==================== pc_unit
pc_unit/placed.png
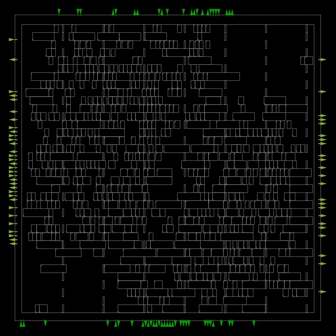
pc_unit/ff_map.png
Scale bar: 20 um. Other sequential cells in the stronger grey, the rest of the logic in the fainter grey.
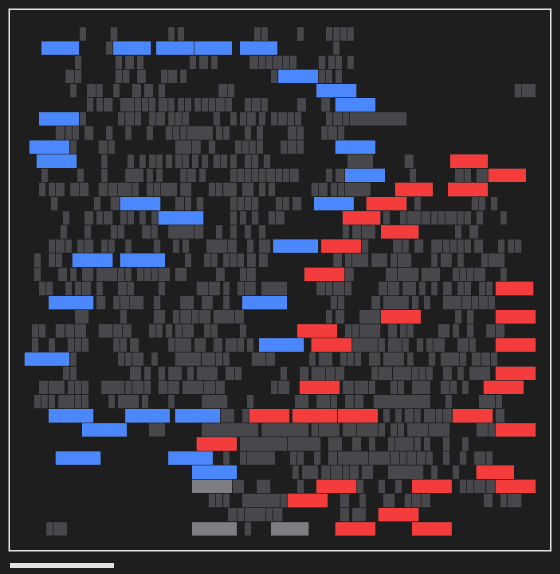
[src/rtl/pc_unit.sv]
// Program-counter unit: holds the fetch PC and selects the next PC from reset,
// trap, redirect, return-address stack, halt, stall and sequential increment.
// Optional feature macro: PC_RAS_EN (adds a RAS_DEPTH-entry circular return stack).
module pc_unit #(
    parameter int unsigned          XLEN         = 32,
    parameter int unsigned          INSTR_BYTES  = 4,
    parameter logic [XLEN-1:0]      RESET_VECTOR = 32'h0000_0000,
    parameter logic [XLEN-1:0]      TRAP_VECTOR  = 32'h0000_0100,
    parameter int unsigned          CNT_W        = 32,
    parameter int unsigned          RAS_DEPTH    = 4
) (
    input  logic             clk,
    input  logic             reset_n,
    input  logic             stall,
    input  logic             redirect_valid,
    input  logic [XLEN-1:0]  redirect_target,
    input  logic             trap_valid,
    input  logic             halt_req,
    input  logic             resume,
    input  logic             call_valid,
    input  logic             ret_valid,
    input  logic             fetch_ready,
    output logic [XLEN-1:0]  pc_out,
    output logic             pc_valid,
    output logic             halted,
    output logic             misaligned,
    output logic             ras_empty,
    output logic [CNT_W-1:0] fetch_count
);

    localparam logic [XLEN-1:0] OFFSET_MASK = XLEN'(INSTR_BYTES - 1);
    localparam logic [XLEN-1:0] STEP        = XLEN'(INSTR_BYTES);

    localparam logic [0:0] ST_RUN  = 1'b0;
    localparam logic [0:0] ST_HALT = 1'b1;

    logic [0:0]       state_q,    state_d;
    logic [XLEN-1:0]  pc_q,       pc_d;
    logic             valid_q,    valid_d;
    logic             halted_q,   halted_d;
    logic             mis_q,      mis_d;
    logic [CNT_W-1:0] cnt_q,      cnt_d;

    logic             accept_c;
    logic             ras_empty_c;
    logic             ras_pop_c;
    logic [XLEN-1:0]  ras_top_c;

`ifdef PC_RAS_EN
    localparam int unsigned IDX_W  = (RAS_DEPTH > 1) ? $clog2(RAS_DEPTH) : 1;
    localparam int unsigned OCC_W  = $clog2(RAS_DEPTH + 1);

    logic [XLEN-1:0]  ras_mem [RAS_DEPTH];
    logic [IDX_W-1:0] ras_top_q;
    logic [OCC_W-1:0] ras_occ_q;
    logic             ras_push_c;
    logic             ras_replace_c;
    logic [XLEN-1:0]  ras_link_c;

    assign ras_empty_c   = (ras_occ_q == '0);
    assign ras_top_c     = ras_mem[ras_top_q];
    assign ras_push_c    = call_valid & redirect_valid;
    assign ras_pop_c     = ret_valid & ~trap_valid & ~redirect_valid & ~ras_empty_c;
    assign ras_replace_c = ras_push_c & ret_valid & ~ras_empty_c;
    assign ras_link_c    = pc_q + STEP;

    // Circular return stack; a push when full overwrites the oldest entry.
    always_ff @(posedge clk) begin
        if (!reset_n) begin
            ras_top_q <= '0;
            ras_occ_q <= '0;
        end else if (ras_replace_c) begin
            ras_mem[ras_top_q] <= ras_link_c;
        end else if (ras_push_c) begin
            ras_mem[IDX_W'(ras_top_q + 1'b1)] <= ras_link_c;
            ras_top_q <= IDX_W'(ras_top_q + 1'b1);
            if (ras_occ_q != OCC_W'(RAS_DEPTH)) begin
                ras_occ_q <= OCC_W'(ras_occ_q + 1'b1);
            end
        end else if (ras_pop_c) begin
            ras_top_q <= IDX_W'(ras_top_q - 1'b1);
            ras_occ_q <= OCC_W'(ras_occ_q - 1'b1);
        end
    end
`else
    logic unused_ras_c;

    assign ras_empty_c  = 1'b1;
    assign ras_pop_c    = 1'b0;
    assign ras_top_c    = '0;
    assign unused_ras_c = call_valid ^ ret_valid;
`endif

    assign accept_c = valid_q & fetch_ready & ~stall;

    // Next-state, next-PC and counter selection.
    always_comb begin
        state_d = state_q;
        pc_d    = pc_q;
        mis_d   = 1'b0;
        cnt_d   = cnt_q + CNT_W'(accept_c);

        case (state_q)
            ST_RUN:  if (halt_req) state_d = ST_HALT;
            ST_HALT: if (resume || trap_valid) state_d = ST_RUN;
            default: state_d = ST_RUN;
        endcase

        if (trap_valid) begin
            pc_d = TRAP_VECTOR;
        end else if (redirect_valid) begin
            pc_d  = redirect_target & ~OFFSET_MASK;
            mis_d = (redirect_target & OFFSET_MASK) != '0;
        end else if (ras_pop_c) begin
            pc_d = ras_top_c;
        end else if (accept_c && (state_q == ST_RUN) && !halt_req) begin
            pc_d = pc_q + STEP;
        end

        valid_d  = (state_d == ST_RUN);
        halted_d = (state_d == ST_HALT);
    end

    // State and output registers with synchronous reset.
    always_ff @(posedge clk) begin
        if (!reset_n) begin
            state_q  <= ST_RUN;
            pc_q     <= RESET_VECTOR;
            valid_q  <= 1'b0;
            halted_q <= 1'b0;
            mis_q    <= 1'b0;
            cnt_q    <= '0;
        end else begin
            state_q  <= state_d;
            pc_q     <= pc_d;
            valid_q  <= valid_d;
            halted_q <= halted_d;
            mis_q    <= mis_d;
            cnt_q    <= cnt_d;
        end
    end

    assign pc_out      = pc_q;
    assign pc_valid    = valid_q;
    assign halted      = halted_q;
    assign misaligned  = mis_q;
    assign ras_empty   = ras_empty_c;
    assign fetch_count = cnt_q;

endmodule

[config.mk]
export PLATFORM = sky130hd
export DESIGN_NAME = pc_unit
export DESIGN_NICKNAME = d
export VERILOG_FILES = /design/src/rtl/pc_unit.sv
export SDC_FILE = /design/constraint.sdc
export NUM_CORES = 1
export LEC_CHECK = 0
export ABC_AREA = 1
export CAP_MARGIN = 20
export CORE_MARGIN = 2
export CORE_UTILIZATION = 40
export DETAILED_ROUTE_END_ITERATION = 10
export DONT_BUFFER_PORTS = 1
export GPL_TIMING_DRIVEN = 0
export PLACE_DENSITY = 0.61
export SETUP_SLACK_MARGIN = 0.15
export SLEW_MARGIN = 30
export SYNTH_ARGS = -nofsm -noshare
export SYNTH_HDL_FRONTEND = slang
export SYNTH_SLANG_ARGS = --single-unit
[constraint.sdc]
create_clock -name clk -period 2.1 [get_ports clk]
set_clock_uncertainty 0.2 [all_clocks]
set_input_delay 0.63 -clock clk [delete_from_list [all_inputs] [get_ports clk]]
set_output_delay 0.63 -clock clk [all_outputs]
set_load 0.03 [all_outputs]
==> run_summary.xml <==
<?xml version="1.0" encoding="UTF-8"?>
<metrics>
  <group name="routing">
    <metric name="post-route-drc-count" unit="">0</metric>
    <metric name="via_count" unit="">4354</metric>
  </group>
  <group name="cells_and_area">
    <metric name="inverters" unit="">76</metric>
    <metric name="bufAreaShareNonClock" unit="%">3.60</metric>
    <metric name="multi_input_comb_cells" unit="">511</metric>
  </group>
  <group name="synth">
    <metric name="netlist_area" unit="sq um">3990</metric>
    <metric name="top_cell_area_share" unit="%">32.6</metric>
    <metric name="yosys_area" unit="sq um">3990</metric>
    <metric name="ff_type" unit="">sky130_fd_sc_hd__dfxtp_1</metric>
  </group>
  <group name="clock_network">
    <metric name="cts_root_buffer" unit="">sky130_fd_sc_hd__clkbuf_8</metric>
  </group>
  <group name="final_timing">
    <metric name="timing_worst_slew_pin_value" unit="ns">0.662</metric>
    <metric name="setup-violations-final" unit="">0</metric>
    <metric name="timing.final.crit_share" unit="%">94.9</metric>
    <metric name="max_slew_margin" unit="%">55.9</metric>
    <metric name="setup_ws" unit="ns">0.106</metric>
  </group>
  <group name="worst_setup_path">
    <metric name="critPathLaunch" unit="">pc_valid</metric>
  </group>
  <group name="grt">
    <metric name="largest_net_degree_at_the_start_of_global_routing" unit="">14</metric>
    <metric name="gr-usage-all-layers" unit="%">22.7</metric>
  </group>
  <group name="pwr">
    <metric name="combinationalPower" unit="W">0.000191</metric>
    <metric name="largestPowerGroup" unit="">the clock network</metric>
    <metric name="max-vdd-ir-drop" unit="uV">251</metric>
  </group>
  <group name="status">
    <metric name="status" unit="">completed</metric>
  </group>
</metrics>
## Picture notes: pc_unit/placed.png
fraction of area in registers: 29.1%
Seq cells: 65
Finished Core Util: 49.6%
filler cell count: 1,057

## Picture notes: pc_unit/ff_map.png
name in the netlist	colour	flops
pc_out	blue	30
fetch_count	red	32
sequential-cell power consumption: 0.00134 W
Seq. cell area: 1410 sq um

logic make-up after synthesis:
| group | count (synthesis) | synth area share, % |
|---|---|---|
| adders and majority gates | 4 | 1.25 |
| and+or+nand+nor | 429 | 46.0 |
| buffers and inverters | 95 | 9.31 |
| DFF | 65 | 32.6 |
| xor gates and xnor gates | 3 | 0.658 |
| other | 2 | 0.188 |
| AOI/OAI and AO/OA | 72 | 10.0 |
registers in the layout, summed over array words and instances, names as in the netlist:
register and cells:
halted 1, misaligned 1, pc_valid 1, fetch_count 32, pc_out 30

==================== lcd_reader_flat
**src/rtl/lcd_reader_if.sv**
```systemverilog
// HD44780 pad bundle between the readback controller (master) and the LCD side (slave).
interface lcd_reader_if;
    logic [7:0] LCD_DATA_IN;
    logic [7:0] LCD_DATA_OUT;
    logic       LCD_DATA_OE;
    logic       LCD_RS;
    logic       LCD_RW;
    logic       LCD_EN;

    modport master (
        input  LCD_DATA_IN,
        output LCD_DATA_OUT, LCD_DATA_OE, LCD_RS, LCD_RW, LCD_EN
    );

    modport slave (
        output LCD_DATA_IN,
        input  LCD_DATA_OUT, LCD_DATA_OE, LCD_RS, LCD_RW, LCD_EN
    );
endinterface

```
**src/rtl/lcd_reader.sv**
```systemverilog
// Reads back a 2x16 HD44780 display through busy-polled SETUP/STROBE/HOLD bus cycles.
// Optional macro LCD_READER_TIMEOUT_EN bounds each busy poll at BUSY_MAX+1 samples.
module lcd_reader #(
    parameter int TICK_DIV = 50,
    parameter int BUSY_MAX = 255
) (
    input  logic           clock,
    input  logic           rst,
    input  logic           start,
    lcd_reader_if.master   lcd,
    output logic           busy,
    output logic           done,
    output logic           timeout,
    output logic [255:0]   data
);

    typedef enum logic [2:0] {
        S_IDLE,
        S_POLL,
        S_CMD,
        S_RD,
        S_DONE,
        S_ERR
    } state_t;

    typedef enum logic [1:0] {
        PH_SETUP,
        PH_STROBE,
        PH_HOLD
    } phase_t;

    localparam logic [15:0] TICK_LAST = 16'(TICK_DIV - 1);

    state_t         state_q, state_d;
    phase_t         phase_q, phase_d;
    logic [15:0]    tick_q, tick_d;
    logic [3:0]     char_q, char_d;
    logic           line_q, line_d;
    logic           cmd_pend_q, cmd_pend_d;
    logic           flag_q, flag_d;
    logic [255:0]   shadow_q, shadow_d;
    logic [255:0]   data_q, data_d;
    logic           busy_q, busy_d;
    logic           done_q, done_d;
    logic           timeout_q, timeout_d;

`ifdef LCD_READER_TIMEOUT_EN
    localparam logic [15:0] POLL_LAST = 16'(BUSY_MAX);
    logic [15:0]    poll_cnt_q, poll_cnt_d;
`else
    // BUSY_MAX only matters in the timeout build.
    logic           unused_busy_max;
    assign unused_busy_max = (BUSY_MAX != 0);
`endif

    logic           on_bus;
    logic           phase_end;
    logic [7:0]     wr_base;

    assign on_bus    = (state_q == S_POLL) || (state_q == S_CMD) || (state_q == S_RD);
    assign phase_end = (tick_q == TICK_LAST);
    // Line 1 fills [255:128], line 2 [127:0], leftmost character in the top byte.
    assign wr_base   = 8'd255 - {line_q, char_q, 3'b000};

    always_comb begin
        state_d    = state_q;
        phase_d    = phase_q;
        tick_d     = tick_q;
        char_d     = char_q;
        line_d     = line_q;
        cmd_pend_d = cmd_pend_q;
        flag_d     = flag_q;
        shadow_d   = shadow_q;
        data_d     = data_q;
        busy_d     = busy_q;
        done_d     = 1'b0;
        timeout_d  = 1'b0;
`ifdef LCD_READER_TIMEOUT_EN
        poll_cnt_d = poll_cnt_q;
`endif

        case (state_q)
            S_IDLE: begin
                if (start) begin
                    state_d    = S_POLL;
                    phase_d    = PH_SETUP;
                    tick_d     = '0;
                    char_d     = '0;
                    line_d     = 1'b0;
                    cmd_pend_d = 1'b1;
                    busy_d     = 1'b1;
`ifdef LCD_READER_TIMEOUT_EN
                    poll_cnt_d = '0;
`endif
                end
            end

            S_POLL, S_CMD, S_RD: begin
                if (!phase_end) begin
                    tick_d = tick_q + 16'd1;
                end else begin
                    tick_d = '0;
                    case (phase_q)
                        PH_SETUP: phase_d = PH_STROBE;
                        PH_STROBE: begin
                            phase_d = PH_HOLD;
                            if (state_q == S_POLL) flag_d = lcd.LCD_DATA_IN[7];
                            if (state_q == S_RD)   shadow_d[wr_base -: 8] = lcd.LCD_DATA_IN;
                        end
                        default: begin
                            phase_d = PH_SETUP;
                            case (state_q)
                                S_POLL: begin
                                    if (flag_q) begin
`ifdef LCD_READER_TIMEOUT_EN
                                        if (poll_cnt_q == POLL_LAST) begin
                                            state_d   = S_ERR;
                                            timeout_d = 1'b1;
                                            busy_d    = 1'b0;
                                        end else begin
                                            poll_cnt_d = poll_cnt_q + 16'd1;
                                        end
`else
                                        state_d = S_POLL;
`endif
                                    end else begin
`ifdef LCD_READER_TIMEOUT_EN
                                        poll_cnt_d = '0;
`endif
                                        state_d = cmd_pend_q ? S_CMD : S_RD;
                                    end
                                end
                                S_CMD: begin
                                    cmd_pend_d = 1'b0;
                                    state_d    = S_POLL;
                                end
                                default: begin
                                    // End of an RD: advance the cursor, re-address at the line wrap.
                                    if (char_q == 4'd15) begin
                                        if (!line_q) begin
                                            line_d     = 1'b1;
                                            char_d     = '0;
                                            cmd_pend_d = 1'b1;
                                            state_d    = S_POLL;
                                        end else begin
                                            state_d = S_DONE;
                                            done_d  = 1'b1;
                                            busy_d  = 1'b0;
                                            data_d  = shadow_q;
                                        end
                                    end else begin
                                        char_d  = char_q + 4'd1;
                                        state_d = S_POLL;
                                    end
                                end
                            endcase
                        end
                    endcase
                end
            end

            default: begin
                state_d = S_IDLE;
                phase_d = PH_SETUP;
                tick_d  = '0;
            end
        endcase
    end

    always_ff @(posedge clock or negedge rst) begin
        if (!rst) begin
            state_q    <= S_IDLE;
            phase_q    <= PH_SETUP;
            tick_q     <= '0;
            char_q     <= '0;
            line_q     <= 1'b0;
            cmd_pend_q <= 1'b0;
            flag_q     <= 1'b0;
            shadow_q   <= '0;
            data_q     <= '0;
            busy_q     <= 1'b0;
            done_q     <= 1'b0;
            timeout_q  <= 1'b0;
`ifdef LCD_READER_TIMEOUT_EN
            poll_cnt_q <= '0;
`endif
        end else begin
            state_q    <= state_d;
            phase_q    <= phase_d;
            tick_q     <= tick_d;
            char_q     <= char_d;
            line_q     <= line_d;
            cmd_pend_q <= cmd_pend_d;
            flag_q     <= flag_d;
            shadow_q   <= shadow_d;
            data_q     <= data_d;
            busy_q     <= busy_d;
            done_q     <= done_d;
            timeout_q  <= timeout_d;
`ifdef LCD_READER_TIMEOUT_EN
            poll_cnt_q <= poll_cnt_d;
`endif
        end
    end

    // Pads decode straight from the state flops, so reset drops EN without waiting for a clock.
    always_comb begin
        lcd.LCD_EN       = on_bus && (phase_q == PH_STROBE);
        lcd.LCD_RS       = (state_q == S_RD);
        lcd.LCD_RW       = (state_q == S_POLL) || (state_q == S_RD);
        lcd.LCD_DATA_OE  = (state_q == S_CMD);
        lcd.LCD_DATA_OUT = (state_q == S_CMD) ? (line_q ? 8'hC0 : 8'h80) : 8'h00;
    end

    assign busy    = busy_q;
    assign done    = done_q;
    assign timeout = timeout_q;
    assign data    = data_q;

endmodule

```
**src/flat_wrapper.sv**
```systemverilog
// flat-port wrapper written by rule: the top's interface ports become plain ports
module lcd_reader_flat 
#(
    parameter int TICK_DIV = 50,
    parameter int BUSY_MAX = 255
)
  (clock, rst, start, busy, done, timeout, data, lcd_LCD_DATA_IN, lcd_LCD_DATA_OUT, lcd_LCD_DATA_OE, lcd_LCD_RS, lcd_LCD_RW, lcd_LCD_EN);
  lcd_reader_if lcd_i ();
  input  logic clock;
  input  logic rst;
  input  logic start;
  output logic busy;
  output logic done;
  output logic timeout;
  output logic [255:0] data;
  input wire logic [$bits(lcd_i.LCD_DATA_IN)-1:0] lcd_LCD_DATA_IN;
  output wire logic [$bits(lcd_i.LCD_DATA_OUT)-1:0] lcd_LCD_DATA_OUT;
  output wire logic [$bits(lcd_i.LCD_DATA_OE)-1:0] lcd_LCD_DATA_OE;
  output wire logic [$bits(lcd_i.LCD_RS)-1:0] lcd_LCD_RS;
  output wire logic [$bits(lcd_i.LCD_RW)-1:0] lcd_LCD_RW;
  output wire logic [$bits(lcd_i.LCD_EN)-1:0] lcd_LCD_EN;
  assign lcd_i.LCD_DATA_IN = lcd_LCD_DATA_IN;
  assign lcd_LCD_DATA_OUT = lcd_i.LCD_DATA_OUT;
  assign lcd_LCD_DATA_OE = lcd_i.LCD_DATA_OE;
  assign lcd_LCD_RS = lcd_i.LCD_RS;
  assign lcd_LCD_RW = lcd_i.LCD_RW;
  assign lcd_LCD_EN = lcd_i.LCD_EN;
  lcd_reader #(.TICK_DIV(TICK_DIV), .BUSY_MAX(BUSY_MAX)) u_core (.clock(clock), .rst(rst), .start(start), .lcd(lcd_i), .busy(busy), .done(done), .timeout(timeout), .data(data));
endmodule
```
**config.mk**
```make
export PLATFORM = sky130hd
export DESIGN_NAME = lcd_reader_flat
export DESIGN_NICKNAME = d
export VERILOG_FILES = /design/src/rtl/lcd_reader_if.sv /design/src/rtl/lcd_reader.sv /design/src/flat_wrapper.sv
export SDC_FILE = /design/constraint.sdc
export NUM_CORES = 1
export LEC_CHECK = 0
export CELL_PAD_IN_SITES_DETAIL_PLACEMENT = 1
export CELL_PAD_IN_SITES_GLOBAL_PLACEMENT = 1
export CORE_ASPECT_RATIO = 1.4
export CORE_MARGIN = 5
export CORE_UTILIZATION = 46
export CTS_CLUSTER_SIZE = 30
export DETAILED_ROUTE_END_ITERATION = 16
export GPL_TIMING_DRIVEN = 0
export PLACE_DENSITY = 0.77
export SLEW_MARGIN = 5
export SYNTH_ARGS = -nofsm -noshare
export SYNTH_HDL_FRONTEND = slang
export SYNTH_SLANG_ARGS = --single-unit
```
**constraint.sdc**
```tcl
create_clock -name clock -period 3.2 [get_ports clock]
set_clock_uncertainty 0.2 [all_clocks]
set_input_delay 0.8 -clock clock [delete_from_list [all_inputs] [get_ports clock]]
set_output_delay 0.8 -clock clock [all_outputs]
set_load 0.005 [all_outputs]
```
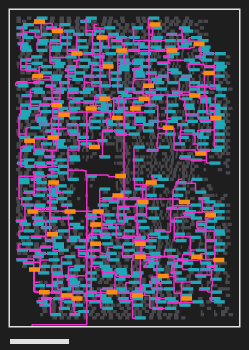
lcd_reader_flat/clock_wires.png
Scale bar: 50 um.
[clock-net drivers] orange | count: 51
[clock wires] magenta | length: 6,430 um
[flip-flops] cyan | count: 542
flops lie	widely spread
routed clock nets	52
part of the total power dissipated in the clock network: 42.1%
Late-Pin Clk Latency: 0.58 ns

==> run_summary.xml <==
<?xml version="1.0" encoding="UTF-8"?>
<metrics>
  <group name="status">
    <metric name="status" unit="">completed</metric>
  </group>
  <group name="clock_network">
    <metric name="tritoncts" unit="">yes</metric>
    <metric name="cts_root_buffer" unit="">sky130_fd_sc_hd__clkbuf_16</metric>
  </group>
  <group name="worst_setup_path">
    <metric name="path_depth" unit="">4</metric>
    <metric name="worst_path_largest_cell_delay" unit="ns">0.50</metric>
    <metric name="worstSetupStartpointType" unit="">register</metric>
    <metric name="regToRegStartpoint" unit="">u_core.char_q[1]</metric>
    <metric name="worstPathArrival" unit="ns">2.14</metric>
    <metric name="cp.required" unit="ns">2.20</metric>
  </group>
  <group name="synth">
    <metric name="seq_area_frac_synth" unit="%">62.7</metric>
    <metric name="netlist_top_cells_area" unit="">sky130_fd_sc_hd__dfrtp_1, sky130_fd_sc_hd__mux2_2, sky130_fd_sc_hd__mux2_1</metric>
    <metric name="ys_sh_mux" unit="%">25.1</metric>
    <metric name="yosysWarningCount" unit="">0</metric>
    <metric name="synthAdderAreaFrac" unit="%">0.462</metric>
    <metric name="syn_area_per_cell" unit="sq um">14.6</metric>
  </group>
  <group name="final_timing">
    <metric name="fmax" unit="GHz">0.318</metric>
    <metric name="timing.final.hold_violations" unit="">0</metric>
    <metric name="drv_slew" unit="">0</metric>
  </group>
  <group name="cells_and_area">
    <metric name="layout_top_cells" unit="">sky130_fd_sc_hd__dfrtp_1, sky130_fd_sc_hd__mux2_2, sky130_fd_sc_hd__clkdlybuf4s50_1, sky130_fd_sc_hd__o21ai_0, sky130_fd_sc_hd__clkbuf_16</metric>
  </group>
  <group name="grt">
    <metric name="gr-usage-all-layers" unit="%">23.4</metric>
    <metric name="global_route.usage.met2" unit="%">44.4</metric>
    <metric name="antenna_violations_before_repair" unit="">2</metric>
    <metric name="grtUsageMet1" unit="%">27.3</metric>
    <metric name="first_global_vias" unit="">15213</metric>
  </group>
  <group name="die">
    <metric name="floorplan.die_area" unit="sq um">51600</metric>
  </group>
  <group name="routing">
    <metric name="via_per_instance_ratio" unit="">5.39</metric>
    <metric name="detailroute.wirelength.met2" unit="um">33200</metric>
  </group>
  <group name="place">
    <metric name="buffer_ports.inserted" unit="">274</metric>
    <metric name="gpl.final_weighted_congestion" unit="">0.843</metric>
  </group>
</metrics>
-- stage by stage --
stage / worst slack [ns] / TNS, ns / power [W] / cell area, sq um
2_1_floorplan: 0.829 / 0 / 0.00786 / 21700
3_5_place_dp: -0.221 / -1.70 / 0.00853 / 25300
4_1_cts: 0.00237 / 0 / 0.0147 / 27100
5_1_grt: 0.000266 / 0 / 0.0151 / 27100
3_3_place_gp: -22.29 / - / 0.00847 / 25200
6_report: 0.0566 / 0 / 0.0146 / 27100
-- report_power, final --
group          internal, W  switching (W)
logic             0.000379        0.00102
clock network      0.00347        0.00266
registers          0.00692       0.000110
total               0.0108        0.00379

==================== pc_stack_16
pc_stack_16/placed.png
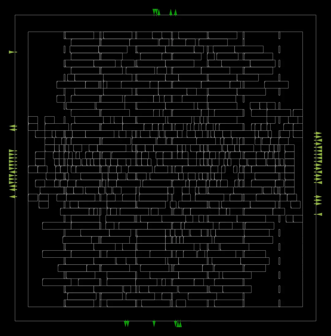
<file path="config.mk">
export PLATFORM = sky130hd
export DESIGN_NAME = pc_stack_16
export DESIGN_NICKNAME = d
export VERILOG_FILES = /design/src/rtl/pc_stack_16.sv
export SDC_FILE = /design/constraint.sdc
export NUM_CORES = 1
export LEC_CHECK = 0
export CAP_MARGIN = 10
export CORE_AREA = 5 5 111 113
export CTS_BUF_LIST = sky130_fd_sc_hd__clkbuf_4 sky130_fd_sc_hd__clkbuf_8
export DETAILED_ROUTE_END_ITERATION = 10
export DIE_AREA = 0 0 116 118
export HOLD_SLACK_MARGIN = 0.02
export PLACE_DENSITY = 0.83
export SLEW_MARGIN = 20
export SYNTH_ARGS = -nofsm -noshare
export SYNTH_HDL_FRONTEND = slang
export SYNTH_SLANG_ARGS = --single-unit
</file>
<file path="constraint.sdc">
create_clock -name clk -period 4.05 [get_ports clk]
set_clock_uncertainty 0.15 [all_clocks]
set_input_delay 0.6075 -clock clk [delete_from_list [all_inputs] [get_ports clk]]
set_output_delay 0.6075 -clock clk [all_outputs]
set_load 0.005 [all_outputs]
</file>
<file path="src/rtl/pc_stack_16.sv">
// Program counter with a hardware return stack.
// One action is taken per cycle, in priority order:
// clear, return (pop), call (push), jump (load), advance (inc), hold.
module pc_stack_16 #(
    parameter int unsigned WIDTH = 16,
    parameter int unsigned DEPTH = 8
) (
    input  logic                       clk,
    input  logic                       rst_n,
    input  logic                       clr,
    input  logic                       pop,
    input  logic                       push,
    input  logic                       load,
    input  logic                       inc,
    input  logic [WIDTH-1:0]           din,
    output logic [WIDTH-1:0]           out,
    output logic [$clog2(DEPTH):0]     depth,
    output logic                       full,
    output logic                       empty,
    output logic                       err
);

    localparam int unsigned AW = $clog2(DEPTH);

    logic [WIDTH-1:0] out_q, out_d;
    logic [AW:0]      depth_q, depth_d;
    logic             err_q, err_d;

    logic [WIDTH-1:0] mem_q [DEPTH];
    logic             mem_we;
    logic [AW-1:0]    mem_waddr;
    logic [WIDTH-1:0] mem_wdata;

    logic [AW:0]      depth_m1;
    logic [AW-1:0]    top_idx;
    logic [WIDTH-1:0] out_p1;

    // Occupancy flags decoded straight from the depth counter.
    always_comb begin
        full     = (depth_q == (AW+1)'(DEPTH));
        empty    = (depth_q == '0);
        depth_m1 = depth_q - (AW+1)'(1);
        top_idx  = depth_m1[AW-1:0];
        out_p1   = out_q + WIDTH'(1);
    end

    // Prioritised next-state selection for PC, depth, error flag and stack write.
    always_comb begin
        out_d     = out_q;
        depth_d   = depth_q;
        err_d     = err_q;
        mem_we    = 1'b0;
        mem_waddr = depth_q[AW-1:0];
        // Return address is always the pre-edge PC+1, regardless of inc.
        mem_wdata = out_p1;
        if (clr) begin
            out_d = '0;
            err_d = 1'b0;
        end else if (pop) begin
            if (!empty) begin
                out_d   = mem_q[top_idx];
                depth_d = depth_m1;
            end else begin
                err_d = 1'b1;
            end
        end else if (push) begin
            out_d = din;
            if (!full) begin
                mem_we  = 1'b1;
                depth_d = depth_q + (AW+1)'(1);
            end else begin
                err_d = 1'b1;
            end
        end else if (load) begin
            out_d = din;
        end else if (inc) begin
            out_d = out_p1;
        end
    end

    // Control state; reset forces PC, depth and error immediately.
    always_ff @(posedge clk or negedge rst_n) begin
        if (!rst_n) begin
            out_q   <= '0;
            depth_q <= '0;
            err_q   <= 1'b0;
        end else begin
            out_q   <= out_d;
            depth_q <= depth_d;
            err_q   <= err_d;
        end
    end

    // Stack storage is not reset; gating with rst_n drops a push caught by reset.
    always_ff @(posedge clk) begin
        if (mem_we && rst_n) begin
            mem_q[mem_waddr] <= mem_wdata;
        end
    end

    assign out   = out_q;
    assign depth = depth_q;
    assign err   = err_q;

endmodule

</file>
==> run_summary.xml <==
<?xml version="1.0" encoding="UTF-8"?>
<metrics>
  <group name="status">
    <metric name="status" unit="">completed</metric>
  </group>
  <group name="pwr">
    <metric name="cellPowerDensity" unit="nW/um^2">690</metric>
    <metric name="power_switching" unit="W">0.00171</metric>
    <metric name="post-layout-total-power" unit="W">0.00528</metric>
    <metric name="max-vdd-ir-drop" unit="uV">586</metric>
    <metric name="combinationalPower" unit="W">0.00185</metric>
    <metric name="seq_power_share" unit="%">41.6</metric>
  </group>
  <group name="synth">
    <metric name="syn_inst" unit="">412</metric>
    <metric name="top_cell_area_share" unit="%">58.4</metric>
    <metric name="mappedNetlistNets" unit="">438</metric>
    <metric name="yosys_area" unit="sq um">6580</metric>
    <metric name="numSynthFlops" unit="">149</metric>
    <metric name="yosysWarningCount" unit="">0</metric>
    <metric name="synthAdderAreaFrac" unit="%">0.571</metric>
    <metric name="netlist_area" unit="sq um">6580</metric>
    <metric name="netlist.top_cell.by_area" unit="">sky130_fd_sc_hd__edfxtp_1</metric>
  </group>
  <group name="cells_and_area">
    <metric name="registers.top_by_ff_count" unit="">mem_q</metric>
    <metric name="flow.area_growth_from_synthesis" unit="%">16.5</metric>
    <metric name="fin_cells" unit="">626</metric>
    <metric name="final_net_count" unit="">496</metric>
    <metric name="insertedDiodeCount" unit="">0</metric>
  </group>
  <group name="worst_setup_path">
    <metric name="end_kind" unit="">output port</metric>
    <metric name="timing.critical_path.cells" unit="">inv_1, ha_1, or3b_1, inv_2, clkdlybuf4s50_1</metric>
  </group>
  <group name="clock_network">
    <metric name="postCtsResizedCells" unit="">0</metric>
    <metric name="tritoncts" unit="">yes</metric>
  </group>
  <group name="routing">
    <metric name="routed.top_layer" unit="">met4</metric>
  </group>
  <group name="die">
    <metric name="die_x" unit="um">116</metric>
    <metric name="initCoreUtil" unit="%">58.6</metric>
  </group>
  <group name="min_path">
    <metric name="hp-class" unit="">input pin to asynchronous set/reset pin</metric>
  </group>
  <group name="grt">
    <metric name="global_route.peak_usage_layer" unit="">met2</metric>
  </group>
</metrics>
## Picture notes: pc_stack_16/placed.png
filler cell count: 726
standard-cell row count: 39

[path summary, 6_finish.rpt]
kind                       startpoint       end  cells after the start
min reg2reg                       err       err                      2
max                          depth[1]     empty                      5
max reg2reg                  depth[1]    out[5]                      7
min                             rst_n  depth[1]                      2
max in group asynchronous       rst_n   out[12]                      2
min in group clk                  err       err                      2
[cell type report]
| type | instances | area (sq um) |
|---|---|---|
| fillers | 726 | 3560 |
| clock buffers | 22 | 278 |
| well taps | 143 | 179 |
| inverters | 14 | 52.6 |
| flip-flops and latches | 149 | 4370 |
| multi-input cells | 226 | 2050 |
| repair buffers | 62 | 578 |
| clock inverters | 10 | 156 |

==================== wb_arbiter_rr
--- config.mk ---
export PLATFORM = sky130hd
export DESIGN_NAME = wb_arbiter_rr
export DESIGN_NICKNAME = d
export VERILOG_FILES = /design/src/rtl/wb_arbiter_rr.sv
export SDC_FILE = /design/constraint.sdc
export NUM_CORES = 1
export LEC_CHECK = 0
export CORE_AREA = 2 2 120 122
export DETAILED_ROUTE_END_ITERATION = 10
export DIE_AREA = 0 0 122 124
export GPL_TIMING_DRIVEN = 0
export SLEW_MARGIN = 20
export SYNTH_ARGS = -nofsm -noshare
export SYNTH_HDL_FRONTEND = slang
export SYNTH_SLANG_ARGS = --single-unit
--- constraint.sdc ---
create_clock -name clk_i -period 1.1 [get_ports clk_i]
set_input_delay 0.11 -clock clk_i [delete_from_list [all_inputs] [get_ports clk_i]]
set_output_delay 0.11 -clock clk_i [all_outputs]
set_load 0.03 [all_outputs]
--- src/rtl/wb_arbiter_rr.sv ---
// wb_arbiter_rr: round-robin Wishbone arbiter holding ownership for a whole cyc, with optional watchdog
module wb_arbiter_rr #(
  parameter int MASTERS    = 2,
  parameter int DATA_WIDTH = 32,
  parameter int ADDR_WIDTH = 32,
  parameter int TIMEOUT    = 0,
  localparam int SEL_WIDTH = DATA_WIDTH >> 3
) (
  input  logic                                 clk_i,
  input  logic                                 rst_i,
  input  logic [MASTERS-1:0][ADDR_WIDTH-1:0]   m_adr_i,
  input  logic [MASTERS-1:0][DATA_WIDTH-1:0]   m_dat_i,
  input  logic [MASTERS-1:0]                   m_cyc_i,
  input  logic [MASTERS-1:0]                   m_stb_i,
  input  logic [MASTERS-1:0]                   m_we_i,
  input  logic [MASTERS-1:0][SEL_WIDTH-1:0]    m_sel_i,
  input  logic [MASTERS-1:0][2:0]              m_cti_i,
  input  logic [MASTERS-1:0][1:0]              m_bte_i,
  output logic [DATA_WIDTH-1:0]                m_dat_o,
  output logic [MASTERS-1:0]                   m_ack_o,
  output logic [MASTERS-1:0]                   m_err_o,
  output logic [MASTERS-1:0]                   m_rty_o,
  output logic [ADDR_WIDTH-1:0]                s_adr_o,
  output logic [DATA_WIDTH-1:0]                s_dat_o,
  output logic                                 s_cyc_o,
  output logic                                 s_stb_o,
  output logic [SEL_WIDTH-1:0]                 s_sel_o,
  output logic                                 s_we_o,
  output logic [2:0]                           s_cti_o,
  output logic [1:0]                           s_bte_o,
  input  logic [DATA_WIDTH-1:0]                s_dat_i,
  input  logic                                 s_ack_i,
  input  logic                                 s_err_i,
  input  logic                                 s_rty_i,
  output logic [MASTERS-1:0]                   grant_o
);
  localparam int IW = MASTERS > 1 ? $clog2(MASTERS) : 1;
  typedef enum logic {IDLE, BUSY} state_t;
  state_t state, state_nx;
  logic [MASTERS-1:0] grant, grant_nx;
  logic [IW-1:0] last, last_nx, win;
  logic found, take, drop, wdt_fire;
  // winner: lowest requester above last, else lowest requester overall (wrap)
  always_comb begin
    win = '0;
    found = 1'b0;
    for (int i = MASTERS - 1; i >= 0; i--) if (m_cyc_i[i]) begin win = IW'(i); found = 1'b1; end
    for (int i = MASTERS - 1; i >= 0; i--) if (m_cyc_i[i] && i > int'(last)) win = IW'(i);
  end
  // next state: grant in IDLE, release when owner drops cyc
  always_comb begin
    take = state == IDLE && found;
    drop = state == BUSY && !s_cyc_o;
    state_nx = take ? BUSY : drop ? IDLE : state;
    grant_nx = take ? MASTERS'(1) << win : drop ? '0 : grant;
    last_nx = take ? win : last;
  end
  // arbiter state registers
  always_ff @(posedge clk_i) begin
    if (rst_i) begin
      state <= IDLE;
      grant <= '0;
      last <= IW'(MASTERS - 1);
    end else begin
      state <= state_nx;
      grant <= grant_nx;
      last <= last_nx;
    end
  end
  // one-hot slave-side mux, all zeros with no owner
  always_comb begin
    s_adr_o = '0;
    s_dat_o = '0;
    s_sel_o = '0;
    s_we_o = 1'b0;
    s_cti_o = '0;
    s_bte_o = '0;
    s_cyc_o = 1'b0;
    s_stb_o = 1'b0;
    for (int i = 0; i < MASTERS; i++) if (grant[i]) begin
      s_adr_o = m_adr_i[i];
      s_dat_o = m_dat_i[i];
      s_sel_o = m_sel_i[i];
      s_we_o = m_we_i[i];
      s_cti_o = m_cti_i[i];
      s_bte_o = m_bte_i[i];
      s_cyc_o = m_cyc_i[i];
      s_stb_o = m_stb_i[i];
    end
  end
  if (TIMEOUT > 0) begin : g_wdt
    localparam int WW = $clog2(TIMEOUT + 1);
    logic [WW-1:0] wdt;
    logic stall, term;
    assign stall = s_cyc_o & s_stb_o;
    assign term = s_ack_i | s_err_i | s_rty_i;
    assign wdt_fire = stall & ~term & (wdt == WW'(TIMEOUT));
    // count consecutive unanswered strobe cycles
    always_ff @(posedge clk_i) wdt <= (rst_i || !stall || term || wdt_fire) ? '0 : wdt + WW'(1);
  end else begin : g_nowdt
    assign wdt_fire = 1'b0;
  end
  assign m_dat_o = s_dat_i;
  assign m_ack_o = {MASTERS{s_ack_i}} & grant;
  assign m_err_o = {MASTERS{s_err_i | wdt_fire}} & grant;
  assign m_rty_o = {MASTERS{s_rty_i}} & grant;
  assign grant_o = grant;
endmodule

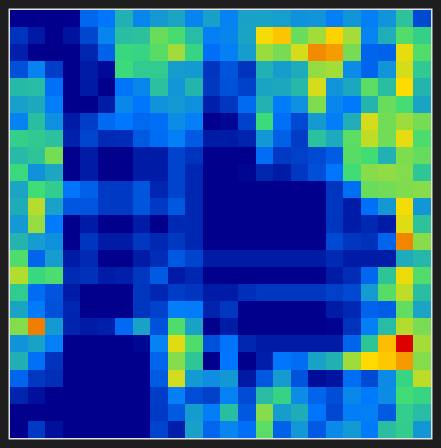
wb_arbiter_rr/route_heat.png
The die is cut into 24 by 25 equal tiles; dark blue is low, red is high, scaled to the fullest tile. Values are wire area over tile area, all layers added.
mean over tiles	0.12
densest ninth of the die	top right
emptiest ninth of the die	middle
tiles over half the peak	14%
Avg WL per Cell: 17.3 um
Total Routing Usage GR: 11.8%

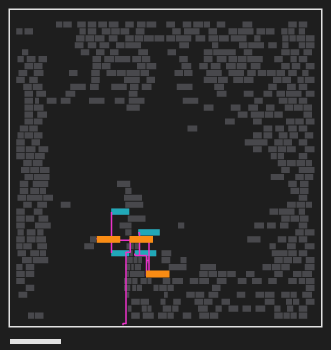
wb_arbiter_rr/clock_wires.png
Scale bar: 20 um.
[flip-flops] cyan | count: 4
[clock wires] magenta | length: 119 um
[clock-net drivers] orange | count: 3
routed clock nets	4
flops lie	bottom middle
part of the total power dissipated in the clock network: 15.6%
power consumed by the clock network: 0.000588 W

==> run_summary.xml <==
<?xml version="1.0" encoding="UTF-8"?>
<metrics>
  <group name="worst_setup_path">
    <metric name="path_buffers" unit="">4</metric>
  </group>
  <group name="routing">
    <metric name="routed.top_layer" unit="">met4</metric>
    <metric name="detailroute.wirelength.met2" unit="um">5800</metric>
  </group>
  <group name="status">
    <metric name="violations_in_the_final_reports" unit="">setup timing</metric>
    <metric name="status" unit="">finished with violations</metric>
  </group>
  <group name="synth">
    <metric name="async_reset_ff_share" unit="%">0</metric>
    <metric name="enable_flop_cells" unit="">0</metric>
    <metric name="syn_area_per_cell" unit="sq um">8.27</metric>
    <metric name="yosys_area" unit="sq um">1260</metric>
  </group>
  <group name="clock_network">
    <metric name="worstSkewPairLatency" unit="ns">0.23</metric>
    <metric name="clk_path_buf_depth" unit="">2</metric>
  </group>
  <group name="grt">
    <metric name="grtUsageMet1" unit="%">11.9</metric>
    <metric name="global_route.usage.met2" unit="%">23.7</metric>
  </group>
  <group name="final_timing">
    <metric name="setup_ws" unit="ns">-0.512</metric>
    <metric name="setup-violations-final" unit="">81</metric>
  </group>
  <group name="cells_and_area">
    <metric name="final_net_count" unit="">631</metric>
  </group>
  <group name="die">
    <metric name="die_x" unit="um">122</metric>
  </group>
  <group name="place">
    <metric name="detailed_place.area" unit="sq um">4360</metric>
  </group>
</metrics>
area by class of cell:
cell class,instances,area share (%)
Clock buffer,4,1.60
Timing Repair Buffer,286,60.0
Sequential cell,4,1.78
Buffer,47,8.99
Tap cell,180,4.58
Multi-Input combinational cell,98,22.9
Inverter,2,0.153
where the power goes:
part           internal (W)  switching [W]
Clock              0.000479       0.000109
Combinational       0.00166        0.00136
Sequential         0.000160      0.0000159
Total               0.00229        0.00148
worst paths after layout:
kind	to	cells after the start
min reg2reg	grant_o[0]	2
max	s_adr_o[6]	5
min	grant_o[1]	2
max reg2reg	state	5

==================== knight_rider_gen_flat
knight_rider_gen_flat/clock_wires.png
Scale bar: 20 um.
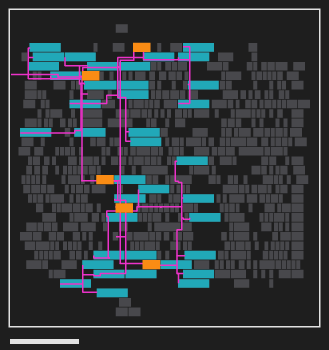
knight_rider_gen_flat/ff_map.png
Scale bar: 20 um. Other sequential cells in the stronger grey, the rest of the logic in the fainter grey.
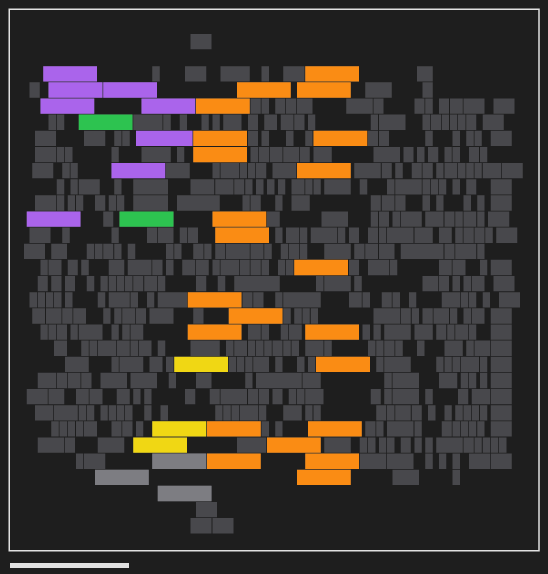
==> config.mk <==
export PLATFORM = sky130hd
export DESIGN_NAME = knight_rider_gen_flat
export DESIGN_NICKNAME = d
export VERILOG_FILES = /design/src/rtl/knight_rider_gen_if.sv /design/src/rtl/knight_rider_gen.sv /design/src/flat_wrapper.sv
export SDC_FILE = /design/constraint.sdc
export NUM_CORES = 1
export LEC_CHECK = 0
export ABC_AREA = 1
export CORE_AREA = 2 2 87 89
export CTS_BUF_LIST = sky130_fd_sc_hd__clkbuf_8
export CTS_CLUSTER_SIZE = 16
export DETAILED_ROUTE_END_ITERATION = 10
export DIE_AREA = 0 0 89 91
export PLACE_DENSITY = 0.82
export SLEW_MARGIN = 20
export SYNTH_ARGS = -nofsm -noshare
export SYNTH_HDL_FRONTEND = slang
export SYNTH_SLANG_ARGS = --single-unit
==> constraint.sdc <==
create_clock -name clk -period 4.5 [get_ports clk]
set_clock_uncertainty 0.15 [all_clocks]
set_input_delay 0.675 -clock clk [delete_from_list [all_inputs] [get_ports clk]]
set_output_delay 0.675 -clock clk [all_outputs]
set_load 0.005 [all_outputs]
==> src/rtl/knight_rider_gen_if.sv <==
`default_nettype none
// ============================================================================
// Module      : knight_rider_gen_if
// Description : Control/status bundle of the knight_rider_gen LED scanner.
//               master = controller driving run/mode/divider,
//               slave  = scanner producing pattern and status.
// Revision    : 1.0 - initial release
// ============================================================================
interface knight_rider_gen_if #(
    parameter int WIDTH = 8,
    parameter int DIV_W = 22
);
    logic             en;
    logic [1:0]       mode;
    logic [DIV_W-1:0] div;
    logic [WIDTH-1:0] dataOut;
    logic             dir;
    logic             step;
    logic             at_end;

    modport master (output en, mode, div, input dataOut, dir, step, at_end);
    modport slave  (input en, mode, div, output dataOut, dir, step, at_end);
endinterface
`default_nettype wire

==> src/rtl/knight_rider_gen.sv <==
`default_nettype none
// ============================================================================
// Module      : knight_rider_gen
// Description : Parametrised bouncing LED scanner (SCAN/MIRROR/FILL/BLINK)
//               advanced by a programmable prescaler.
//               Optional macro KNIGHT_RIDER_TAIL_EN: SCAN also lights the
//               position vacated by the last tick.
// Revision    : 1.0 - initial release
// ============================================================================
module knight_rider_gen #(
    parameter int WIDTH = 8,
    parameter int DIV_W = 22
) (
    input  logic               clk,
    input  logic               rst,   // asynchronous, active-low
    knight_rider_gen_if.slave  bus
);

    localparam int POS_W = $clog2(WIDTH);

    typedef enum logic [1:0] {
        MODE_SCAN   = 2'd0,
        MODE_MIRROR = 2'd1,
        MODE_FILL   = 2'd2,
        MODE_BLINK  = 2'd3
    } mode_e;

    logic [DIV_W-1:0] cnt_q;
    logic [POS_W-1:0] pos_q, pos_d;
    logic             dir_q, dir_d;
    logic             end_d;
    mode_e            mode_q, mode_in;
    logic [WIDTH-1:0] data_q, pat_d, tail_mask;
    logic             step_q, at_end_q;
    logic [DIV_W-1:0] div_m1;
    logic             tick, mode_chg;
    logic [POS_W-1:0] max_pos;

    // LED image for a given mode and position (without tail)
    function automatic logic [WIDTH-1:0] pattern(input mode_e m, input logic [POS_W-1:0] p);
        logic [WIDTH-1:0] v;
        v = '0;
        for (int i = 0; i < WIDTH; i++) begin
            case (m)
                MODE_SCAN:   v[i] = (POS_W'(i) == p);
                MODE_MIRROR: v[i] = (POS_W'(i) == p) || (POS_W'(WIDTH - 1 - i) == p);
                MODE_FILL:   v[i] = (POS_W'(i) <= p);
                default:     v[i] = p[0];
            endcase
        end
        return v;
    endfunction

    // Prescaler compare, bounce arithmetic and next pattern
    always_comb begin
        mode_in  = mode_e'(bus.mode);
        mode_chg = (mode_in != mode_q);
        // div of zero behaves as one; >= lets a lowered divider tick at once
        div_m1   = (bus.div == '0) ? '0 : bus.div - DIV_W'(1);
        tick     = bus.en && (cnt_q >= div_m1);
        max_pos  = (mode_q == MODE_MIRROR) ? POS_W'(WIDTH / 2 - 1) : POS_W'(WIDTH - 1);
        pos_d    = pos_q;
        dir_d    = dir_q;
        end_d    = 1'b0;
        if (mode_q == MODE_BLINK) begin
            pos_d = (pos_q == '0) ? POS_W'(1) : '0;
            dir_d = 1'b0;
        end else if (!dir_q) begin
            if (pos_q == max_pos) begin
                pos_d = max_pos - POS_W'(1);
                dir_d = 1'b1;
                end_d = 1'b1;
            end else begin
                pos_d = pos_q + POS_W'(1);
            end
        end else begin
            if (pos_q == '0) begin
                pos_d = POS_W'(1);
                dir_d = 1'b0;
                end_d = 1'b1;
            end else begin
                pos_d = pos_q - POS_W'(1);
            end
        end
`ifdef KNIGHT_RIDER_TAIL_EN
        // The tail is the position being vacated on this tick
        tail_mask = (mode_q == MODE_SCAN) ? (WIDTH'(1) << pos_q) : '0;
`else
        tail_mask = '0;
`endif
        pat_d = pattern(mode_q, pos_d) | tail_mask;
    end

    // Scanner state: mode reload has priority over a tick; en=0 freezes all
    always_ff @(posedge clk or negedge rst) begin
        if (!rst) begin
            mode_q   <= MODE_SCAN;
            cnt_q    <= '0;
            pos_q    <= '0;
            dir_q    <= 1'b0;
            step_q   <= 1'b0;
            at_end_q <= 1'b0;
            data_q   <= WIDTH'(1);
        end else if (mode_chg) begin
            mode_q   <= mode_in;
            cnt_q    <= '0;
            pos_q    <= '0;
            dir_q    <= 1'b0;
            step_q   <= 1'b0;
            at_end_q <= 1'b0;
            data_q   <= pattern(mode_in, '0);
        end else if (bus.en) begin
            step_q   <= tick;
            at_end_q <= tick && end_d;
            if (tick) begin
                cnt_q  <= '0;
                pos_q  <= pos_d;
                dir_q  <= dir_d;
                data_q <= pat_d;
            end else begin
                cnt_q  <= cnt_q + DIV_W'(1);
            end
        end else begin
            step_q   <= 1'b0;
            at_end_q <= 1'b0;
        end
    end

    assign bus.dataOut = data_q;
    assign bus.dir     = dir_q;
    assign bus.step    = step_q;
    assign bus.at_end  = at_end_q;

endmodule
`default_nettype wire

==> src/flat_wrapper.sv <==
// flat-port wrapper written by rule: the top's interface ports become plain ports
module knight_rider_gen_flat 
#(
    parameter int WIDTH = 8,
    parameter int DIV_W = 22
)
  (clk, rst, bus_en, bus_mode, bus_div, bus_dataOut, bus_dir, bus_step, bus_at_end);
  knight_rider_gen_if #(.WIDTH(WIDTH), .DIV_W(DIV_W)) bus_i ();
  input  logic clk;
  input  logic rst;
  input wire logic [$bits(bus_i.en)-1:0] bus_en;
  input wire logic [$bits(bus_i.mode)-1:0] bus_mode;
  input wire logic [$bits(bus_i.div)-1:0] bus_div;
  output wire logic [$bits(bus_i.dataOut)-1:0] bus_dataOut;
  output wire logic [$bits(bus_i.dir)-1:0] bus_dir;
  output wire logic [$bits(bus_i.step)-1:0] bus_step;
  output wire logic [$bits(bus_i.at_end)-1:0] bus_at_end;
  assign bus_i.en = bus_en;
  assign bus_i.mode = bus_mode;
  assign bus_i.div = bus_div;
  assign bus_dataOut = bus_i.dataOut;
  assign bus_dir = bus_i.dir;
  assign bus_step = bus_i.step;
  assign bus_at_end = bus_i.at_end;
  knight_rider_gen #(.WIDTH(WIDTH), .DIV_W(DIV_W)) u_core (.clk(clk), .rst(rst), .bus(bus_i));
endmodule
==> run_summary.xml <==
<?xml version="1.0" encoding="UTF-8"?>
<metrics>
  <group name="cells_and_area">
    <metric name="num-clock-buffers" unit="">6</metric>
    <metric name="final_layout_size_suffix_gt1_share" unit="%">10.5</metric>
    <metric name="final_net_count" unit="">587</metric>
  </group>
  <group name="final_timing">
    <metric name="setup-tns-final" unit="ns">0</metric>
    <metric name="drv_slew" unit="">0</metric>
    <metric name="timing_worst_slew_pin_value" unit="ns">0.822</metric>
    <metric name="max_slew_margin" unit="%">45.2</metric>
  </group>
  <group name="status">
    <metric name="status" unit="">completed</metric>
  </group>
  <group name="clock_network">
    <metric name="cts_root_buffer" unit="">sky130_fd_sc_hd__clkbuf_8</metric>
  </group>
  <group name="synth">
    <metric name="netlist_area" unit="sq um">3520</metric>
    <metric name="syn_inst" unit="">494</metric>
    <metric name="async_reset_ff_share" unit="%">100</metric>
  </group>
  <group name="pwr">
    <metric name="post-layout-total-power" unit="W">0.000729</metric>
    <metric name="seq_power_share" unit="%">48.5</metric>
    <metric name="static-leakage-power" unit="nW">2.01</metric>
  </group>
  <group name="place">
    <metric name="placedCellCount" unit="">624</metric>
  </group>
  <group name="die">
    <metric name="tapcell.inserted" unit="">99</metric>
  </group>
  <group name="routing">
    <metric name="post_drt_wl_per_cell" unit="um">12.7</metric>
  </group>
  <group name="worst_setup_path">
    <metric name="worstPathMaxFanout" unit="">18</metric>
    <metric name="crit_type" unit="">input pin to register</metric>
    <metric name="worstPathArrival" unit="ns">3.99</metric>
  </group>
  <group name="grt">
    <metric name="first_global_vias" unit="">3139</metric>
  </group>
</metrics>
## Picture notes: knight_rider_gen_flat/clock_wires.png
[clock wires] magenta | length: 486 um
[clock-net drivers] orange | count: 5
[flip-flops] cyan | count: 38
routed clock nets	6
power consumed by the clock network: 0.000239 W
part of the total power dissipated in the clock network: 32.8%
Late-Pin Clk Latency: 0.29 ns

## Picture notes: knight_rider_gen_flat/ff_map.png
name in the netlist	colour	flops
u_core.bus.dataOut	purple	8
u_core.cnt_q	orange	22
u_core.pos_q	yellow	3
u_core.mode_q	green	2
not coloured	3
sequential-cell power consumption: 0.000353 W
Finished Core Util: 56.9%
fraction of area in registers: 23.5%
Seq. cell area: 952 sq um

## logic make-up after synthesis
group           after synthesis  share of synthesized area [%]
compound gates               55                           9.09
xor+xnor                     20                           5.40
fa+ha+maj                    28                           9.94
buf+inv                      77                           9.27
flops                        38                           27.0
simple gates                276                           39.3
## routing by layer
metal | GRT usage [%] | vias up | wire length, um
li1 | - | 1699 | -
met1 | 25.7 | 1549 | 3560
met2 | 36.2 | 83 | 3990
met3 | 2.64 | 8 | 353
met4 | 5.60 | 0 | 104
met5 | 0 | - | 0

==================== pipelined_logic_unit
--- src/rtl/pipelined_logic_unit.sv ---
// pipelined_logic_unit: STAGES-deep pipelined bitwise logic unit with valid/ready flow control and zero/ones flags
module pipelined_logic_unit #(
  parameter int WIDTH = 32,
  parameter int STAGES = 2
) (
  input  logic             clock,
  input  logic             reset,
  input  logic             in_valid,
  output logic             in_ready,
  input  logic [WIDTH-1:0] in_A,
  input  logic [WIDTH-1:0] in_B,
  input  logic [2:0]       in_op,
  output logic             out_valid,
  input  logic             out_ready,
  output logic [WIDTH-1:0] result,
  output logic             result_zero,
  output logic             result_ones
);
  logic [WIDTH-1:0] f;
  logic [STAGES-1:0] valid, zero, ones, ready;
  logic [WIDTH-1:0] data [STAGES];
  if (STAGES < 1 || WIDTH < 1) begin : g_bad_params
    $fatal(1, "pipelined_logic_unit: STAGES and WIDTH must be at least 1");
  end
  // bitwise operation selected by in_op
  always_comb begin
    case (in_op)
      3'd0: f = ~in_A;
      3'd1: f = in_A & in_B;
      3'd2: f = in_A | in_B;
      3'd3: f = in_A ^ in_B;
      3'd4: f = ~(in_A & in_B);
      3'd5: f = ~(in_A | in_B);
      3'd6: f = ~(in_A ^ in_B);
      default: f = in_A;
    endcase
  end
  // a stage may load unless it and every stage after it are full while the output stalls
  always_comb begin
    ready = '0;
    for (int s = 0; s < STAGES; s++) ready[s] = out_ready | ~&(valid | STAGES'((1 << s) - 1));
  end
  // stage 0 captures the computed beat; later stages move forward whenever they can load
  always_ff @(posedge clock or posedge reset) begin
    if (reset) begin
      valid <= '0;
      zero <= '0;
      ones <= '0;
      for (int s = 0; s < STAGES; s++) data[s] <= '0;
    end else begin
      if (ready[0]) begin
        valid[0] <= in_valid;
        data[0] <= f;
        zero[0] <= f == '0;
        ones[0] <= &f;
      end
      for (int s = 1; s < STAGES; s++) begin
        if (ready[s]) begin
          valid[s] <= valid[s-1];
          data[s] <= data[s-1];
          zero[s] <= zero[s-1];
          ones[s] <= ones[s-1];
        end
      end
    end
  end
  assign in_ready = ready[0];
  assign out_valid = valid[STAGES-1];
  assign result = data[STAGES-1];
  assign result_zero = zero[STAGES-1];
  assign result_ones = ones[STAGES-1];
endmodule

--- config.mk ---
export PLATFORM = sky130hd
export DESIGN_NAME = pipelined_logic_unit
export DESIGN_NICKNAME = d
export VERILOG_FILES = /design/src/rtl/pipelined_logic_unit.sv
export SDC_FILE = /design/constraint.sdc
export NUM_CORES = 1
export LEC_CHECK = 0
export CAP_MARGIN = 25
export CORE_UTILIZATION = 45
export DETAILED_ROUTE_END_ITERATION = 8
export PLACE_DENSITY = 0.72
export SETUP_SLACK_MARGIN = 0.1
export SYNTH_ARGS = -nofsm -noshare
export SYNTH_HDL_FRONTEND = slang
export SYNTH_SLANG_ARGS = --single-unit
--- constraint.sdc ---
create_clock -name clock -period 5.05 [get_ports clock]
set_input_delay 0.505 -clock clock [delete_from_list [all_inputs] [get_ports clock]]
set_output_delay 0.505 -clock clock [all_outputs]
set_load 0.05 [all_outputs]
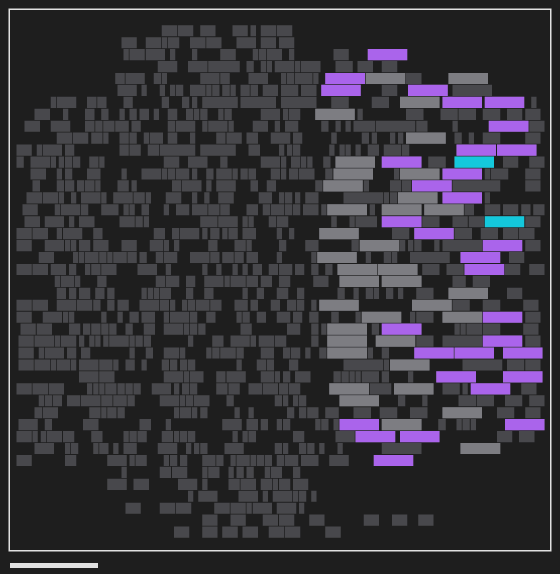
pipelined_logic_unit/ff_map.png
Scale bar: 20 um. Other sequential cells in the stronger grey, the rest of the logic in the fainter grey.
name in the netlist	colour	flops
result	purple	32
valid	cyan	2
Seq. cell area: 1750 sq um
fraction of area in registers: 22.7%
sequential-cell power consumption: 0.000726 W
Finished Core Util: 54.8%

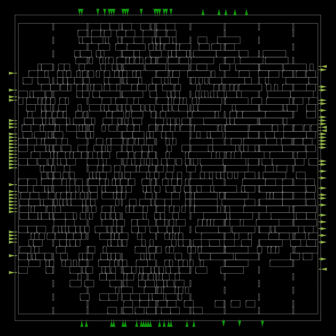
pipelined_logic_unit/placed.png
Seq cells: 70
standard-cell row count: 43
non-filler cells in the finished layout: 1,030
well tap count: 180

==> run_summary.xml <==
<?xml version="1.0" encoding="UTF-8"?>
<metrics>
  <group name="synth">
    <metric name="mappedNetlistNets" unit="">941</metric>
    <metric name="ys_cells" unit="">806</metric>
    <metric name="top_logic_kind" unit="">AND-OR/OR-AND gates</metric>
    <metric name="top_cell_area_share" unit="%">26.6</metric>
    <metric name="ys_sh_mux" unit="%">10.9</metric>
  </group>
  <group name="status">
    <metric name="status" unit="">completed</metric>
  </group>
  <group name="final_timing">
    <metric name="drv_slew" unit="">0</metric>
  </group>
  <group name="pwr">
    <metric name="seq_power_share" unit="%">32.5</metric>
    <metric name="p_comb_share" unit="%">38.9</metric>
  </group>
  <group name="cells_and_area">
    <metric name="fillCellCount" unit="">1318</metric>
    <metric name="layout.area.comb" unit="sq um">4040</metric>
    <metric name="insertedDiodeCount" unit="">0</metric>
    <metric name="final_layout_size_suffix_gt1_share" unit="%">8.94</metric>
    <metric name="non_clock_buffer_count" unit="">114</metric>
  </group>
  <group name="worst_setup_path">
    <metric name="worst-r2r-cell-count" unit="">10</metric>
  </group>
  <group name="min_path">
    <metric name="hp-class" unit="">register to register</metric>
  </group>
  <group name="clock_network">
    <metric name="clock_sink_count" unit="">70</metric>
  </group>
  <group name="grt">
    <metric name="antenna_violations_before_repair" unit="">0</metric>
  </group>
</metrics>
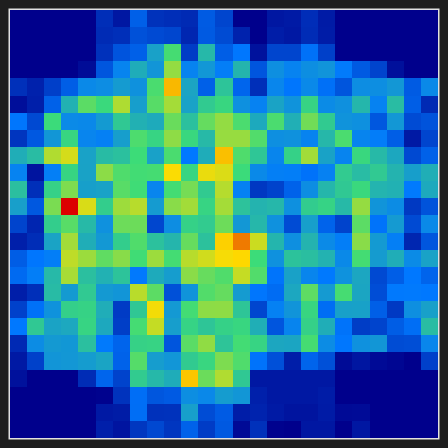
pipelined_logic_unit/route_heat.png
The die is cut into 25 by 25 equal tiles; dark blue is low, red is high, scaled to the fullest tile. Values are wire area over tile area, all layers added.
mean over tiles	0.16
tiles over half the peak	16%
emptiest ninth of the die	bottom right
densest ninth of the die	middle
nearly empty tiles	14%
fullest tile	0.57
total number of vias: 5,764
Avg WL per Cell: 15.1 um
Total Routing Usage GR: 21.3%

-- tightest hold or removal path, cell delays in order, from the launching register on --
cell and delay [ns]:
sky130_fd_sc_hd__dfrtp_1 0.32, sky130_fd_sc_hd__inv_1 0.06, sky130_fd_sc_hd__nand2_1 0.06
-- routing by layer --
metal	wire, um	vias up	share of wire, %
met1	7570	2715	49
met3	714	18	4.6
met4	208	0	1.3
met5	0	-	0
li1	-	2894	-
met2	7100	137	46
-- flip-flops by register name, summed over array words and instances (netlist names) --
name,cells
zero,2
data,32
valid,2
ones,2
result,32


==> screenshots <==
Wiring heat map.
picture 1
The die is cut into 21 by 21 equal tiles; dark blue is low, red is high, scaled to the fullest tile. Values are wire area over tile area, all layers added.
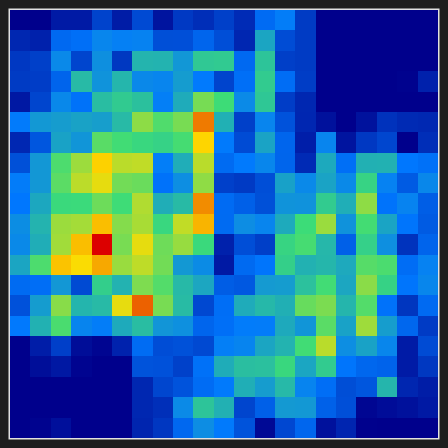
picture 2
The die is cut into 18 by 18 equal tiles; dark blue is low, red is high, scaled to the fullest tile. Values are wire area over tile area, all layers added.
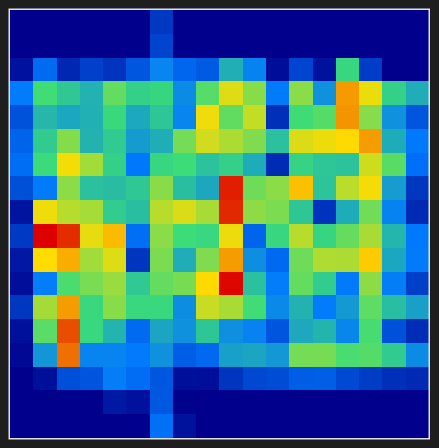
picture 3
The die is cut into 19 by 27 equal tiles; dark blue is low, red is high, scaled to the fullest tile. Values are wire area over tile area, all layers added.
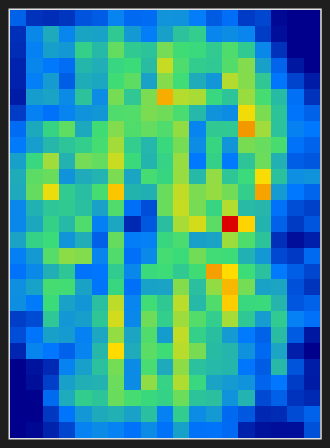
picture 4
The die is cut into 23 by 24 equal tiles; dark blue is low, red is high, scaled to the fullest tile. Values are wire area over tile area, all layers added.
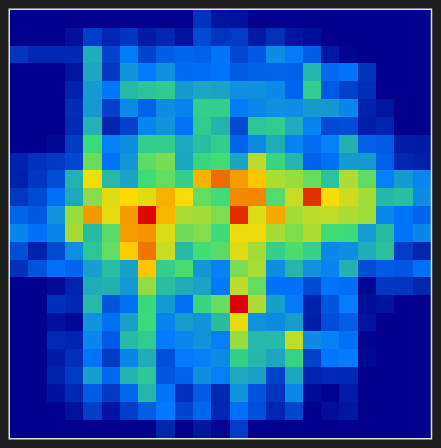
For pc_stack_16, see picture 4.
For lcd_reader_flat, see picture 3.
For pc_unit, see picture 1.
For knight_rider_gen_flat, see picture 2.

Key to picture 4:
emptiest ninth of the die	bottom right
nearly empty tiles	23%
densest ninth of the die	middle
mean over tiles	0.19
fullest tile	0.74
tiles over half the peak	15%

No activity file was given, so power comes from the tool's default toggle rates.
